######## aes_block_loader ########
<file path="config.mk">
export PLATFORM = sky130hd
export DESIGN_NAME = aes_block_loader
export DESIGN_NICKNAME = d
export VERILOG_FILES = /design/src/rtl/aes_block_loader.sv
export SDC_FILE = /design/constraint.sdc
export NUM_CORES = 1
export LEC_CHECK = 0
export CAP_MARGIN = 5
export CORE_AREA = 2 2 213 215
export DETAILED_ROUTE_END_ITERATION = 10
export DIE_AREA = 0 0 215 217
export PLACE_DENSITY_LB_ADDON = 0.3
export SYNTH_ARGS = -nofsm -noshare
export SYNTH_HDL_FRONTEND = slang
export SYNTH_SLANG_ARGS = --single-unit
</file>
<file path="constraint.sdc">
create_clock -name clk -period 30.6 [get_ports clk]
set_input_delay 6.12 -clock clk [delete_from_list [all_inputs] [get_ports clk]]
set_output_delay 6.12 -clock clk [all_outputs]
set_load 0.1 [all_outputs]
</file>
<file path="src/rtl/aes_block_loader.sv">
// Board-side loader: assembles plaintext/key from debounced switch chunks and runs the AES core.
// Build option AES_LOADER_KAT_EN resets into READY with the FIPS-197 known-answer vectors loaded.
module aes_block_loader #(
    parameter int unsigned DEBOUNCE_CYCLES = 1_000_000,
    parameter int unsigned TIMEOUT_CYCLES  = 1024
) (
    input  logic         clk,
    input  logic         btnC,
    input  logic [15:0]  sw,
    input  logic         btn_load,
    input  logic         btn_go,
    input  logic         aes_done,
    input  logic [127:0] aes_ciphertext,
    output logic         aes_start,
    output logic [127:0] aes_plaintext,
    output logic [127:0] aes_key,
    output logic [127:0] result,
    output logic         result_valid,
    output logic         err_timeout,
    output logic [3:0]   chunk_idx,
    output logic [1:0]   state
);

    localparam int unsigned DbW = $clog2(DEBOUNCE_CYCLES + 1);
    localparam int unsigned ToW = $clog2(TIMEOUT_CYCLES + 1);
    localparam logic [DbW-1:0] DbLast = DbW'(DEBOUNCE_CYCLES - 1);
    localparam logic [ToW-1:0] ToLast = ToW'(TIMEOUT_CYCLES - 1);

    typedef enum logic [1:0] {
        StLoad  = 2'd0,
        StReady = 2'd1,
        StRun   = 2'd2,
        StDone  = 2'd3
    } state_e;

`ifdef AES_LOADER_KAT_EN
    localparam state_e       ResetState = StReady;
    localparam logic [127:0] PtReset    = 128'h00112233445566778899aabbccddeeff;
    localparam logic [127:0] KeyReset   = 128'h000102030405060708090a0b0c0d0e0f;
`else
    localparam state_e       ResetState = StLoad;
    localparam logic [127:0] PtReset    = '0;
    localparam logic [127:0] KeyReset   = '0;
`endif

    // Button conditioning: bit 0 = load, bit 1 = go
    logic [1:0]     btn_raw;
    logic [1:0]     sync1_q, sync2_q, level_q, level_dly_q, press_q;
    logic [DbW-1:0] db_cnt_q [2];

    assign btn_raw = {btn_go, btn_load};

    always_ff @(posedge clk or posedge btnC) begin
        if (btnC) begin
            sync1_q     <= '0;
            sync2_q     <= '0;
            level_q     <= '0;
            level_dly_q <= '0;
            press_q     <= '0;
            for (int b = 0; b < 2; b++) db_cnt_q[b] <= '0;
        end else begin
            sync1_q     <= btn_raw;
            sync2_q     <= sync1_q;
            level_dly_q <= level_q;
            press_q     <= level_q & ~level_dly_q;
            for (int b = 0; b < 2; b++) begin
                // Any agreement between input and accepted level restarts the stability count
                if (sync2_q[b] == level_q[b]) begin
                    db_cnt_q[b] <= '0;
                end else if (db_cnt_q[b] == DbLast) begin
                    level_q[b]  <= sync2_q[b];
                    db_cnt_q[b] <= '0;
                end else begin
                    db_cnt_q[b] <= db_cnt_q[b] + 1'b1;
                end
            end
        end
    end

    logic load_press, go_press;
    assign load_press = press_q[0];
    assign go_press   = press_q[1];

    state_e         state_q, state_d;
    logic [ToW-1:0] tmo_cnt_q;
    logic           tmo_hit;
    logic           do_write, do_start, do_capture, do_timeout, do_reload;
    logic [127:0]   pt_q, key_q, result_q;
    logic [3:0]     chunk_idx_q;
    logic           start_q, valid_q, err_q;

    assign tmo_hit = (tmo_cnt_q == ToLast);

    always_ff @(posedge clk or posedge btnC) begin
        if (btnC) state_q <= ResetState;
        else      state_q <= state_d;
    end

    always_comb begin
        state_d = state_q;
        unique case (state_q)
            StLoad:  if (load_press && chunk_idx_q == 4'd15) state_d = StReady;
            StReady: if (go_press) state_d = StRun;
            StRun:   if (aes_done || tmo_hit) state_d = StDone;
            StDone: begin
                if (go_press)        state_d = StRun;
                else if (load_press) state_d = StLoad;
            end
            default: state_d = StLoad;
        endcase
    end

    always_comb begin
        do_write   = (state_q == StLoad) && load_press;
        do_start   = (state_q == StReady || state_q == StDone) && go_press;
        do_capture = (state_q == StRun) && aes_done;
        // A done arriving together with the timeout takes priority
        do_timeout = (state_q == StRun) && !aes_done && tmo_hit;
        do_reload  = (state_q == StDone) && load_press && !go_press;
    end

    always_ff @(posedge clk or posedge btnC) begin
        if (btnC) begin
            pt_q        <= PtReset;
            key_q       <= KeyReset;
            chunk_idx_q <= '0;
            start_q     <= 1'b0;
            tmo_cnt_q   <= '0;
            result_q    <= '0;
            valid_q     <= 1'b0;
            err_q       <= 1'b0;
        end else begin
            start_q <= do_start;

            if (state_q == StRun) tmo_cnt_q <= tmo_cnt_q + 1'b1;
            else                  tmo_cnt_q <= '0;

            if (do_write) begin
                if (chunk_idx_q[3]) key_q[{chunk_idx_q[2:0], 4'b0000} +: 16] <= sw;
                else                pt_q[{chunk_idx_q[2:0], 4'b0000} +: 16]  <= sw;
                chunk_idx_q <= chunk_idx_q + 4'd1;
            end else if (do_reload) begin
                chunk_idx_q <= '0;
            end

            if (do_start || do_reload) begin
                valid_q <= 1'b0;
                err_q   <= 1'b0;
            end else if (do_capture) begin
                result_q <= aes_ciphertext;
                valid_q  <= 1'b1;
            end else if (do_timeout) begin
                err_q <= 1'b1;
            end
        end
    end

    assign aes_start     = start_q;
    assign aes_plaintext = pt_q;
    assign aes_key       = key_q;
    assign result        = result_q;
    assign result_valid  = valid_q;
    assign err_timeout   = err_q;
    assign chunk_idx     = chunk_idx_q;
    assign state         = state_q;

endmodule

</file>
Fig. 1: aes_block_loader, routing congestion
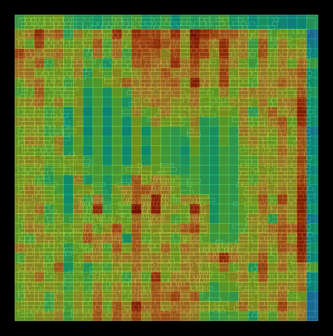
final design utilization: 0.566
GRT Util Overall: 0.204
GRT met2 Usage: 0.340
met3 layer usage reported by global route: 0.0632

Fig. 2: aes_block_loader, where the registers sit
Other sequential cells in the stronger gray, the rest of the logic in the fainter gray.
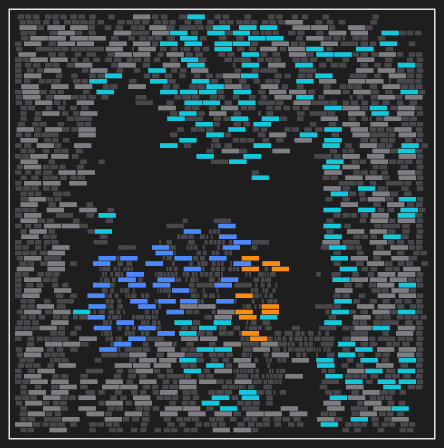
Key: `tmo_cnt_q` = orange [sequential cells 11]; `aes_key` = cyan [sequential cells 128]; `db_cnt_q` = blue [sequential cells 40]
Another 275 sequential cells are not colored.

Fig. 3: aes_block_loader, the metal 2 layer
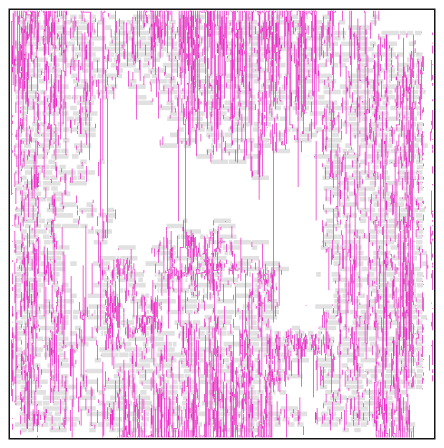
The longest straight run is 101 um. The wires run mostly vertical.

==> notes.md <==
Results of the implementation run.

The overall power of the completed layout is 1.33 mW. The arrival time at the worst endpoint is 2.50 ns. The largest stage delay on the critical path is 1.25 ns. For reference, the critical path is captured by chunk_idx[0].

Grouping non-sequential cells by family puts the most area in multiplexers. The overall die height came out at 217 um. The final hold violation count came out at 0. The yosys cell count came out at 1,185. The combinational-cell power consumption came out at 0.145 mW.

Derived from the worst setup path, the maximum achievable clock frequency is 116 MHz. The flow ran to the end, and the final reports show no timing, DRC or antenna violations. After detailed routing, the average wire length per cell comes to 20.1 um. The share of power burned in the clock network came out at 0.426. The cell area after layout is 25,300 um^2.

The slowest stage of the critical path is the sky130_fd_sc_hd__clkdlybuf4s50_1 cell.
## sequential cells by signal (all words and copies together), names as in the netlist
register,flops
aes_start,1
press_q,2
aes_key,128
aes_plaintext,128
chunk_idx,4
db_cnt_q,40
err_timeout,1
level_q,2
level_dly_q,2
sync2_q,2
sync1_q,2
tmo_cnt_q,11
result_valid,1
result,128
state,2
## layer usage
layer  vias to the layer above  wire (um)  track usage
li1                       5298          -            -
met1                      5932      19500        0.254
met2                       424      23000        0.340
met3                        72       3660       0.0632
met4                         2       1320       0.0648
met5                         -         11            0

######## wb_scoreboard ########
===== config.mk =====
export PLATFORM = sky130hd
export DESIGN_NAME = wb_scoreboard
export DESIGN_NICKNAME = d
export VERILOG_FILES = /design/src/rtl/wb_scoreboard.sv
export SDC_FILE = /design/constraint.sdc
export NUM_CORES = 1
export LEC_CHECK = 0
export CAP_MARGIN = 20
export CELL_PAD_IN_SITES_DETAIL_PLACEMENT = 2
export CELL_PAD_IN_SITES_GLOBAL_PLACEMENT = 2
export CORE_UTILIZATION = 37
export DETAILED_ROUTE_END_ITERATION = 6
export GPL_ROUTABILITY_DRIVEN = 0
export PLACE_DENSITY_LB_ADDON = 0.1
export RECOVER_POWER = 100
export SLEW_MARGIN = 10
export SYNTH_ARGS = -nofsm -noshare
export SYNTH_HDL_FRONTEND = slang
export SYNTH_SLANG_ARGS = --single-unit
export TNS_END_PERCENT = 100

===== constraint.sdc =====
create_clock -name clk -period 6 [get_ports clk]
set_input_delay 1.5 -clock clk [delete_from_list [all_inputs] [get_ports clk]]
set_output_delay 1.5 -clock clk [all_outputs]
set_load 0.005 [all_outputs]

===== src/rtl/wb_scoreboard.sv =====
// wb_scoreboard: register-hazard scoreboard sitting between decode and write-back.
// Tracks how many issued-but-unwritten writes target each architectural register
// and holds decode while a source depends on one of them, while a destination
// counter is full, while the load window is full, or while write-back is
// waiting on load data.
//
// Ports:
//   clk, rstn           core clock, asynchronous active-low reset
//   i_issue_*           instruction presented by decode (valid, rd enable/addr, load)
//   i_rs1_en/i_rs1,     source operands read by the presented instruction
//   i_rs2_en/i_rs2
//   i_load_stall        write-back waiting on load data
//   i_rd_wvalid/waddr   write-back register-file write (retire of a tracked write)
//   i_load_retire       a load's data accepted by write-back
//   o_stall, o_issue    combinational hold / accept for the presented instruction
//   o_pending           per-register in-flight flags (bit 0 always 0)
//   o_loads_busy        outstanding-load window full
//   o_err               sticky protocol error (retire with nothing in flight)
module wb_scoreboard #(
  parameter int unsigned CNT_W     = 2,
  parameter int unsigned MAX_LOADS = 2
) (
  input  logic        clk,
  input  logic        rstn,
  input  logic        i_issue_valid,
  input  logic        i_issue_rd_en,
  input  logic [4:0]  i_issue_rd,
  input  logic        i_issue_load,
  input  logic        i_rs1_en,
  input  logic        i_rs2_en,
  input  logic [4:0]  i_rs1,
  input  logic [4:0]  i_rs2,
  input  logic        i_load_stall,
  input  logic        i_rd_wvalid,
  input  logic [4:0]  i_rd_waddr,
  input  logic        i_load_retire,
  output logic        o_stall,
  output logic        o_issue,
  output logic [31:0] o_pending,
  output logic        o_loads_busy,
  output logic        o_err
);

  localparam int unsigned       LCNT_W   = $clog2(MAX_LOADS + 1);
  localparam logic [LCNT_W-1:0] LCNT_MAX = LCNT_W'(MAX_LOADS);

  // Entry 0 exists only so lookups by raw address need no x0 special case;
  // it is held at zero, so x0 never hazards, saturates or shows as pending.
  logic [CNT_W-1:0]  cnt     [32];
  logic [CNT_W-1:0]  cnt_nxt [32];
  logic [LCNT_W-1:0] lcnt, lcnt_nxt;
  logic              err, err_nxt;
  logic              rs1_haz, rs2_haz, rd_full, ld_full;

  always_comb begin
    rs1_haz = i_rs1_en && (cnt[i_rs1] != '0);
    rs2_haz = i_rs2_en && (cnt[i_rs2] != '0);
    rd_full = i_issue_rd_en && (&cnt[i_issue_rd]);
    ld_full = i_issue_load && (lcnt == LCNT_MAX);
    o_stall = i_issue_valid && (rs1_haz || rs2_haz || rd_full || ld_full || i_load_stall);
    o_issue = i_issue_valid && !o_stall;
  end

  always_comb begin
    logic iss, ret;
    iss        = 1'b0;
    ret        = 1'b0;
    err_nxt    = err;
    cnt_nxt[0] = '0;
    for (int unsigned r = 1; r < 32; r++) begin
      iss        = o_issue && i_issue_rd_en && (i_issue_rd == 5'(r));
      ret        = i_rd_wvalid && (i_rd_waddr == 5'(r));
      cnt_nxt[r] = cnt[r];
      if (ret && (cnt[r] == '0))
        err_nxt = 1'b1;
      if (iss && !ret)
        cnt_nxt[r] = cnt[r] + CNT_W'(1);
      else if (ret && !iss && (cnt[r] != '0))
        cnt_nxt[r] = cnt[r] - CNT_W'(1);
    end

    lcnt_nxt = lcnt;
    if (i_load_retire && (lcnt == '0))
      err_nxt = 1'b1;
    if (o_issue && i_issue_load && !i_load_retire)
      lcnt_nxt = lcnt + LCNT_W'(1);
    else if (i_load_retire && !(o_issue && i_issue_load) && (lcnt != '0))
      lcnt_nxt = lcnt - LCNT_W'(1);
  end

  always_ff @(posedge clk or negedge rstn) begin
    if (!rstn) begin
      for (int unsigned r = 0; r < 32; r++)
        cnt[r] <= '0;
      lcnt <= '0;
      err  <= 1'b0;
    end else begin
      for (int unsigned r = 0; r < 32; r++)
        cnt[r] <= cnt_nxt[r];
      lcnt <= lcnt_nxt;
      err  <= err_nxt;
    end
  end

  always_comb begin
    o_pending[0] = 1'b0;
    for (int unsigned r = 1; r < 32; r++)
      o_pending[r] = (cnt[r] != '0);
    o_loads_busy = (lcnt == LCNT_MAX);
    o_err        = err;
  end

endmodule

Fig. 4: wb_scoreboard, metal 1
Supply wires on this layer in gray.
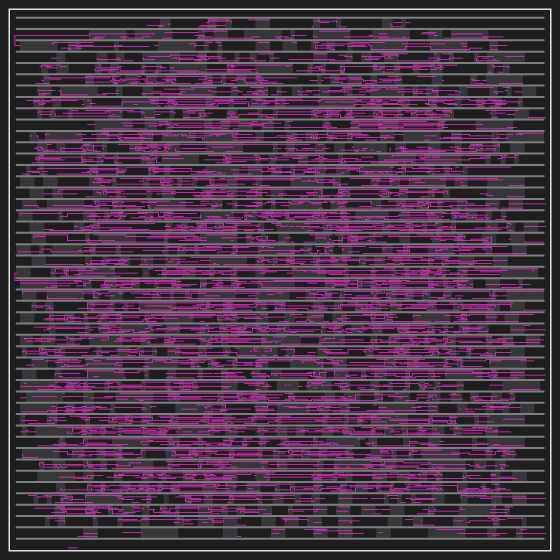
786 nets have wire on it. The layer holds 41% of the routed length. The longest straight run is 66.2 um.

==> notes.md <==
Results of the implementation run.

In the final design, more cell area goes to logic gates than to any other class. The number of cell instances on the worst register-to-register path came out at 9. The number of max-capacitance violations reported came out at 3. The fraction of area in clock buffers and inverters came out at 0.0380. Detailed routing placed a total of 13.5 mm of wire on met2. The final reports fail on max-capacitance violations, max-slew violations.

The switching share of power is 0.378. The global-route usage over all layers is 0.357. The worst setup path is captured at an output port. The synthesis report lists the most area-consuming cells as sky130_fd_sc_hd__dfrtp_1, sky130_fd_sc_hd__mux4_2, sky130_fd_sc_hd__nor2_1, sky130_fd_sc_hd__nand2_1, sky130_fd_sc_hd__o211ai_1.

Per the synthesis report, the dominant area consumer among library cells is sky130_fd_sc_hd__dfrtp_1. The post-route clock period utilization is 0.977. The average routed wire per standard cell is 28.1 um. The placed cell area is 7020 um^2. The power report attributes to the clock group a share of 0.330. The flow ran to the end, but the final reports show violations.

The number of slew-limit violations in the final report came out at 116. Once detail routing completed, the nets flagged for antenna violations numbered 0. The layout report lists the non-clock buffer share of cell area as 0.125.
Fig. 5: wb_scoreboard, wires at chosen ports, followed through buffers
Bar = 50 um.
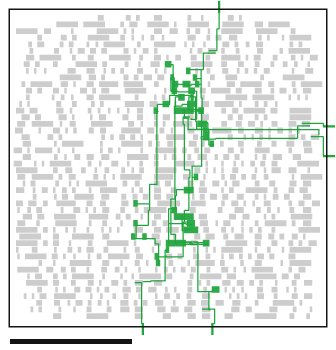
Key: `i_rs1` = green [bits 5, direction input, edge 2 bottom, 2 right, 1 top, end cells 36, wire 797 um]

-- how the worst min path moves through the flow --
| stage | to | slack [ns] | cells after the start |
|---|---|---|---|
| after floorplan | cnt[28] | 0.45 | 1 |
| after global placement | cnt[28] | 0.50 | 1 |
| after detailed placement | cnt[28] | 0.51 | 1 |
| after CTS | cnt[28] | 0.52 | 1 |
| after global routing | cnt[28] | 0.53 | 1 |
| final | cnt[28] | 0.53 | 1 |
-- logic make-up after synthesis --
group / count (synthesis)
simple gates: 329
compound gates: 205
buf+inv: 90
flops: 65
mux: 40
xor+xnor: 11
other cells: 1

######## imager_tx ########
Fig. 6: imager_tx, wires at chosen ports, followed through buffers
Bar = 50 um.
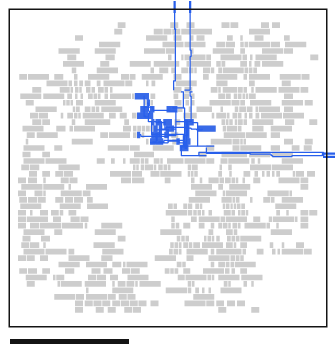
**src/rtl/imager_tx_pkg.sv**
```systemverilog
// imager_tx_pkg: shared stream type codes and transmit-side state encoding
// for the imaging pipeline.
//   DTYPE_*     : codes carried on the typed pixel stream (dtype bus)
//   tx_state_e  : imager_tx framing states
//   sat_inc8    : 8-bit saturating increment, used by the header word counter
package imager_tx_pkg;

  localparam int DTYPE_WIDTH = 4;
  typedef logic [DTYPE_WIDTH-1:0] dtype_t;

  localparam dtype_t DTYPE_PIXEL        = 4'h0;
  localparam dtype_t DTYPE_FRAME_START  = 4'h1;
  localparam dtype_t DTYPE_FRAME_END    = 4'h2;
  localparam dtype_t DTYPE_ROW_START    = 4'h3;
  localparam dtype_t DTYPE_ROW_END      = 4'h4;
  localparam dtype_t DTYPE_HEADER_START = 4'h5;
  localparam dtype_t DTYPE_HEADER       = 4'h6;
  localparam dtype_t DTYPE_HEADER_END   = 4'h7;

  typedef enum logic [1:0] {
    TX_IDLE   = 2'd0,
    TX_FRAME  = 2'd1,
    TX_ROW    = 2'd2,
    TX_HEADER = 2'd3
  } tx_state_e;

  function automatic logic [7:0] sat_inc8(input logic [7:0] v);
    return (v == 8'hFF) ? v : v + 8'd1;
  endfunction

endpackage

```
**src/rtl/imager_tx.sv**
```systemverilog
// imager_tx: rebuilds sensor-style fv/lv/dv/data timing from the typed pixel
// stream. Header packets are counted and stripped; frame/row geometry is
// measured. All outputs are registered, one cycle after the input word.
// Ports:
//   clk, resetb          clock, async active-low reset
//   enable               block enable; dropping it mid-frame aborts the frame
//   left_justify         pixel taken from MSBs (1) or LSBs (0) of datai
//   clear_errors         clears sticky error flags (a same-cycle set wins)
//   dvi, dtypei, datai   input stream
//   fv, lv, dvo, datao   regenerated video timing / pixel
//   num_rows, num_cols   geometry of the last completed frame / row
//   frame_count          datai[15:0] of the last FRAME_START
//   header_words         HEADER words in the last header packet
//   err_proto, err_abort sticky error flags
module imager_tx
  import imager_tx_pkg::*;
#(
  parameter int PIXEL_WIDTH = 12,
  parameter int DATA_WIDTH  = 16,
  parameter int DIM_WIDTH   = 16
) (
  input  logic                   clk,
  input  logic                   resetb,
  input  logic                   enable,
  input  logic                   left_justify,
  input  logic                   clear_errors,
  input  logic                   dvi,
  input  logic [DTYPE_WIDTH-1:0] dtypei,
  input  logic [DATA_WIDTH-1:0]  datai,
  output logic                   fv,
  output logic                   lv,
  output logic                   dvo,
  output logic [PIXEL_WIDTH-1:0] datao,
  output logic [DIM_WIDTH-1:0]   num_rows,
  output logic [DIM_WIDTH-1:0]   num_cols,
  output logic [15:0]            frame_count,
  output logic [7:0]             header_words,
  output logic                   err_proto,
  output logic                   err_abort
);

  tx_state_e              state_q, state_d;
  logic                   fv_q, fv_d, lv_q, lv_d, dvo_q, dvo_d;
  logic [PIXEL_WIDTH-1:0] datao_q, datao_d;
  logic [DIM_WIDTH-1:0]   row_cnt_q, row_cnt_d, col_cnt_q, col_cnt_d;
  logic [DIM_WIDTH-1:0]   num_rows_q, num_rows_d, num_cols_q, num_cols_d;
  logic [15:0]            frame_count_q, frame_count_d;
  logic [7:0]             hdr_cnt_q, hdr_cnt_d, header_words_q, header_words_d;
  logic                   err_proto_q, err_proto_d, err_abort_q, err_abort_d;
  // Set after enable drops: stream is discarded silently until a FRAME_START.
  logic                   resync_q, resync_d;

  logic                   proto_set, abort_set, start_frame;
  logic [PIXEL_WIDTH-1:0] pixel;
  logic [DATA_WIDTH+15:0] datai_ext;

  assign pixel     = left_justify ? datai[DATA_WIDTH-1 -: PIXEL_WIDTH]
                                  : datai[PIXEL_WIDTH-1:0];
  // Zero-extend so frame_count capture is legal for any DATA_WIDTH.
  assign datai_ext = {16'b0, datai};

  always_comb begin
    state_d        = state_q;
    fv_d           = fv_q;
    lv_d           = lv_q;
    dvo_d          = 1'b0;
    datao_d        = '0;
    row_cnt_d      = row_cnt_q;
    col_cnt_d      = col_cnt_q;
    num_rows_d     = num_rows_q;
    num_cols_d     = num_cols_q;
    frame_count_d  = frame_count_q;
    hdr_cnt_d      = hdr_cnt_q;
    header_words_d = header_words_q;
    resync_d       = resync_q;
    proto_set      = 1'b0;
    abort_set      = 1'b0;
    start_frame    = 1'b0;

    if (!enable) begin
      state_d  = TX_IDLE;
      fv_d     = 1'b0;
      lv_d     = 1'b0;
      resync_d = 1'b1;
      abort_set = (state_q == TX_FRAME) || (state_q == TX_ROW);
    end else if (dvi) begin
      unique case (state_q)
        TX_IDLE: begin
          if (dtypei == DTYPE_FRAME_START) begin
            start_frame = 1'b1;
          end else if (!resync_q) begin
            if (dtypei == DTYPE_HEADER_START) begin
              hdr_cnt_d = '0;
              state_d   = TX_HEADER;
            end else begin
              proto_set = 1'b1;
            end
          end
        end
        TX_FRAME: begin
          unique case (dtypei)
            DTYPE_ROW_START: begin
              lv_d      = 1'b1;
              col_cnt_d = '0;
              state_d   = TX_ROW;
            end
            DTYPE_FRAME_END: begin
              fv_d       = 1'b0;
              num_rows_d = row_cnt_q;
              state_d    = TX_IDLE;
            end
            DTYPE_FRAME_START: begin
              proto_set   = 1'b1;
              start_frame = 1'b1;
            end
            default: proto_set = 1'b1;
          endcase
        end
        TX_ROW: begin
          unique case (dtypei)
            DTYPE_PIXEL: begin
              dvo_d     = 1'b1;
              datao_d   = pixel;
              col_cnt_d = col_cnt_q + 1'b1;
            end
            DTYPE_ROW_END: begin
              lv_d       = 1'b0;
              num_cols_d = col_cnt_q;
              row_cnt_d  = row_cnt_q + 1'b1;
              state_d    = TX_FRAME;
            end
            DTYPE_FRAME_END: begin
              // Implicit row end: lv and fv fall together.
              lv_d       = 1'b0;
              fv_d       = 1'b0;
              num_cols_d = col_cnt_q;
              num_rows_d = row_cnt_q + 1'b1;
              state_d    = TX_IDLE;
            end
            DTYPE_ROW_START: begin
              proto_set = 1'b1;
              col_cnt_d = '0;
            end
            DTYPE_FRAME_START: begin
              proto_set   = 1'b1;
              start_frame = 1'b1;
            end
            default: proto_set = 1'b1;
          endcase
        end
        TX_HEADER: begin
          unique case (dtypei)
            DTYPE_HEADER:     hdr_cnt_d = sat_inc8(hdr_cnt_q);
            DTYPE_HEADER_END: begin
              header_words_d = hdr_cnt_q;
              state_d        = TX_IDLE;
            end
            DTYPE_FRAME_START: begin
              proto_set      = 1'b1;
              header_words_d = hdr_cnt_q;
              start_frame    = 1'b1;
            end
            default: proto_set = 1'b1;
          endcase
        end
        default: state_d = TX_IDLE;
      endcase

      if (start_frame) begin
        fv_d          = 1'b1;
        lv_d          = 1'b0;
        frame_count_d = datai_ext[15:0];
        row_cnt_d     = '0;
        resync_d      = 1'b0;
        state_d       = TX_FRAME;
      end
    end

    err_proto_d = (err_proto_q & ~clear_errors) | proto_set;
    err_abort_d = (err_abort_q & ~clear_errors) | abort_set;
  end

  always_ff @(posedge clk or negedge resetb) begin
    if (!resetb) begin
      state_q        <= TX_IDLE;
      fv_q           <= 1'b0;
      lv_q           <= 1'b0;
      dvo_q          <= 1'b0;
      datao_q        <= '0;
      row_cnt_q      <= '0;
      col_cnt_q      <= '0;
      num_rows_q     <= '0;
      num_cols_q     <= '0;
      frame_count_q  <= '0;
      hdr_cnt_q      <= '0;
      header_words_q <= '0;
      err_proto_q    <= 1'b0;
      err_abort_q    <= 1'b0;
      resync_q       <= 1'b0;
    end else begin
      state_q        <= state_d;
      fv_q           <= fv_d;
      lv_q           <= lv_d;
      dvo_q          <= dvo_d;
      datao_q        <= datao_d;
      row_cnt_q      <= row_cnt_d;
      col_cnt_q      <= col_cnt_d;
      num_rows_q     <= num_rows_d;
      num_cols_q     <= num_cols_d;
      frame_count_q  <= frame_count_d;
      hdr_cnt_q      <= hdr_cnt_d;
      header_words_q <= header_words_d;
      err_proto_q    <= err_proto_d;
      err_abort_q    <= err_abort_d;
      resync_q       <= resync_d;
    end
  end

  assign fv           = fv_q;
  assign lv           = lv_q;
  assign dvo          = dvo_q;
  assign datao        = datao_q;
  assign num_rows     = num_rows_q;
  assign num_cols     = num_cols_q;
  assign frame_count  = frame_count_q;
  assign header_words = header_words_q;
  assign err_proto    = err_proto_q;
  assign err_abort    = err_abort_q;

endmodule

```
**config.mk**
```make
export PLATFORM = sky130hd
export DESIGN_NAME = imager_tx
export DESIGN_NICKNAME = d
export VERILOG_FILES = /design/src/rtl/imager_tx_pkg.sv /design/src/rtl/imager_tx.sv
export SDC_FILE = /design/constraint.sdc
export NUM_CORES = 1
export LEC_CHECK = 0
export CAP_MARGIN = 20
export CORE_MARGIN = 3
export CORE_UTILIZATION = 35
export DETAILED_ROUTE_END_ITERATION = 12
export GPL_TIMING_DRIVEN = 1
export SLEW_MARGIN = 30
export SYNTH_ARGS = -nofsm -noshare
export SYNTH_HDL_FRONTEND = slang
export SYNTH_SLANG_ARGS = --single-unit
```
**constraint.sdc**
```tcl
create_clock -name clk -period 6.3 [get_ports clk]
set_input_delay 0.63 -clock clk [delete_from_list [all_inputs] [get_ports clk]]
set_output_delay 0.63 -clock clk [all_outputs]
set_load 0.05 [all_outputs]
```
==> notes.md <==
Results of the implementation run.

The largest area contributor in the synthesized netlist is sky130_fd_sc_hd__dfrtp_1. The count of antenna diodes in the layout came out at 0. After technology mapping, the gate count stands at 541. The average routed wire per standard cell came out at 15.4 um. The timing report lists the critical path depth as 6 cells. The area fraction in full adders, half adders and majority gates came out at 0.0178. The top layer reached by signal wires is met4.

The count of yosys warnings during synthesis came out at 0. The power report attributes to the combinational group a share of 0.220. The share of Yosys cell area claimed by the top area cell type is 0.516.

The arrival time at the worst endpoint came out at 3.16 ns. The iteration count of the initial detailed-routing pass is 5. The cell with the most instances after synthesis is sky130_fd_sc_hd__dfrtp_1. The final hold violation count is 0. The power drawn by the sequential cells came out at 0.841 mW.

The area of the die is 17,600 um^2. The run finished with clean final reports. The footprint of the flip-flops and latches is 2900 um^2. The clock-pin slew on the worst setup and hold paths is 0.05 ns.

The worst reg-to-reg setup slack came out at 3.48 ns. The count of warning messages emitted by the tools came out at 30. The total global routing overflow is 0. STA classifies the critical path endpoint as a flop.

The top power consumer group is the clock network. The pin slew with the least headroom to its limit is 0.798 ns. The multiplexer area fraction after synthesis came out at 0.103. TritonCTS reports the number of clock sinks as 116.
Notes on Fig. 6 above:
Key: `dtypei` = blue [bits 4, direction input, edge 2 top, 2 right, end cells 29, wire 469 um]

cell families (layout without fill, tap and decap cells):
group / Yosys count / count (layout)
buffers and inverters: 41 / 145
muxes: 53 / 53
AOI/OAI and AO/OA: 122 / 122
and+or+nand+nor: 179 / 179
adders and majority gates: 8 / 8
DFF: 116 / 116
xor gates and xnor gates: 22 / 22
layout make-up:
cell class,instances,area share
clock buffers,20,0.0632
clock inverters,12,0.0207
inverters,12,0.00610
multi-input cells,384,0.346
flip-flops and latches,116,0.393
well taps,211,0.0358
repair buffers,101,0.136

No activity file was given, so power comes from the tool's default toggle rates.
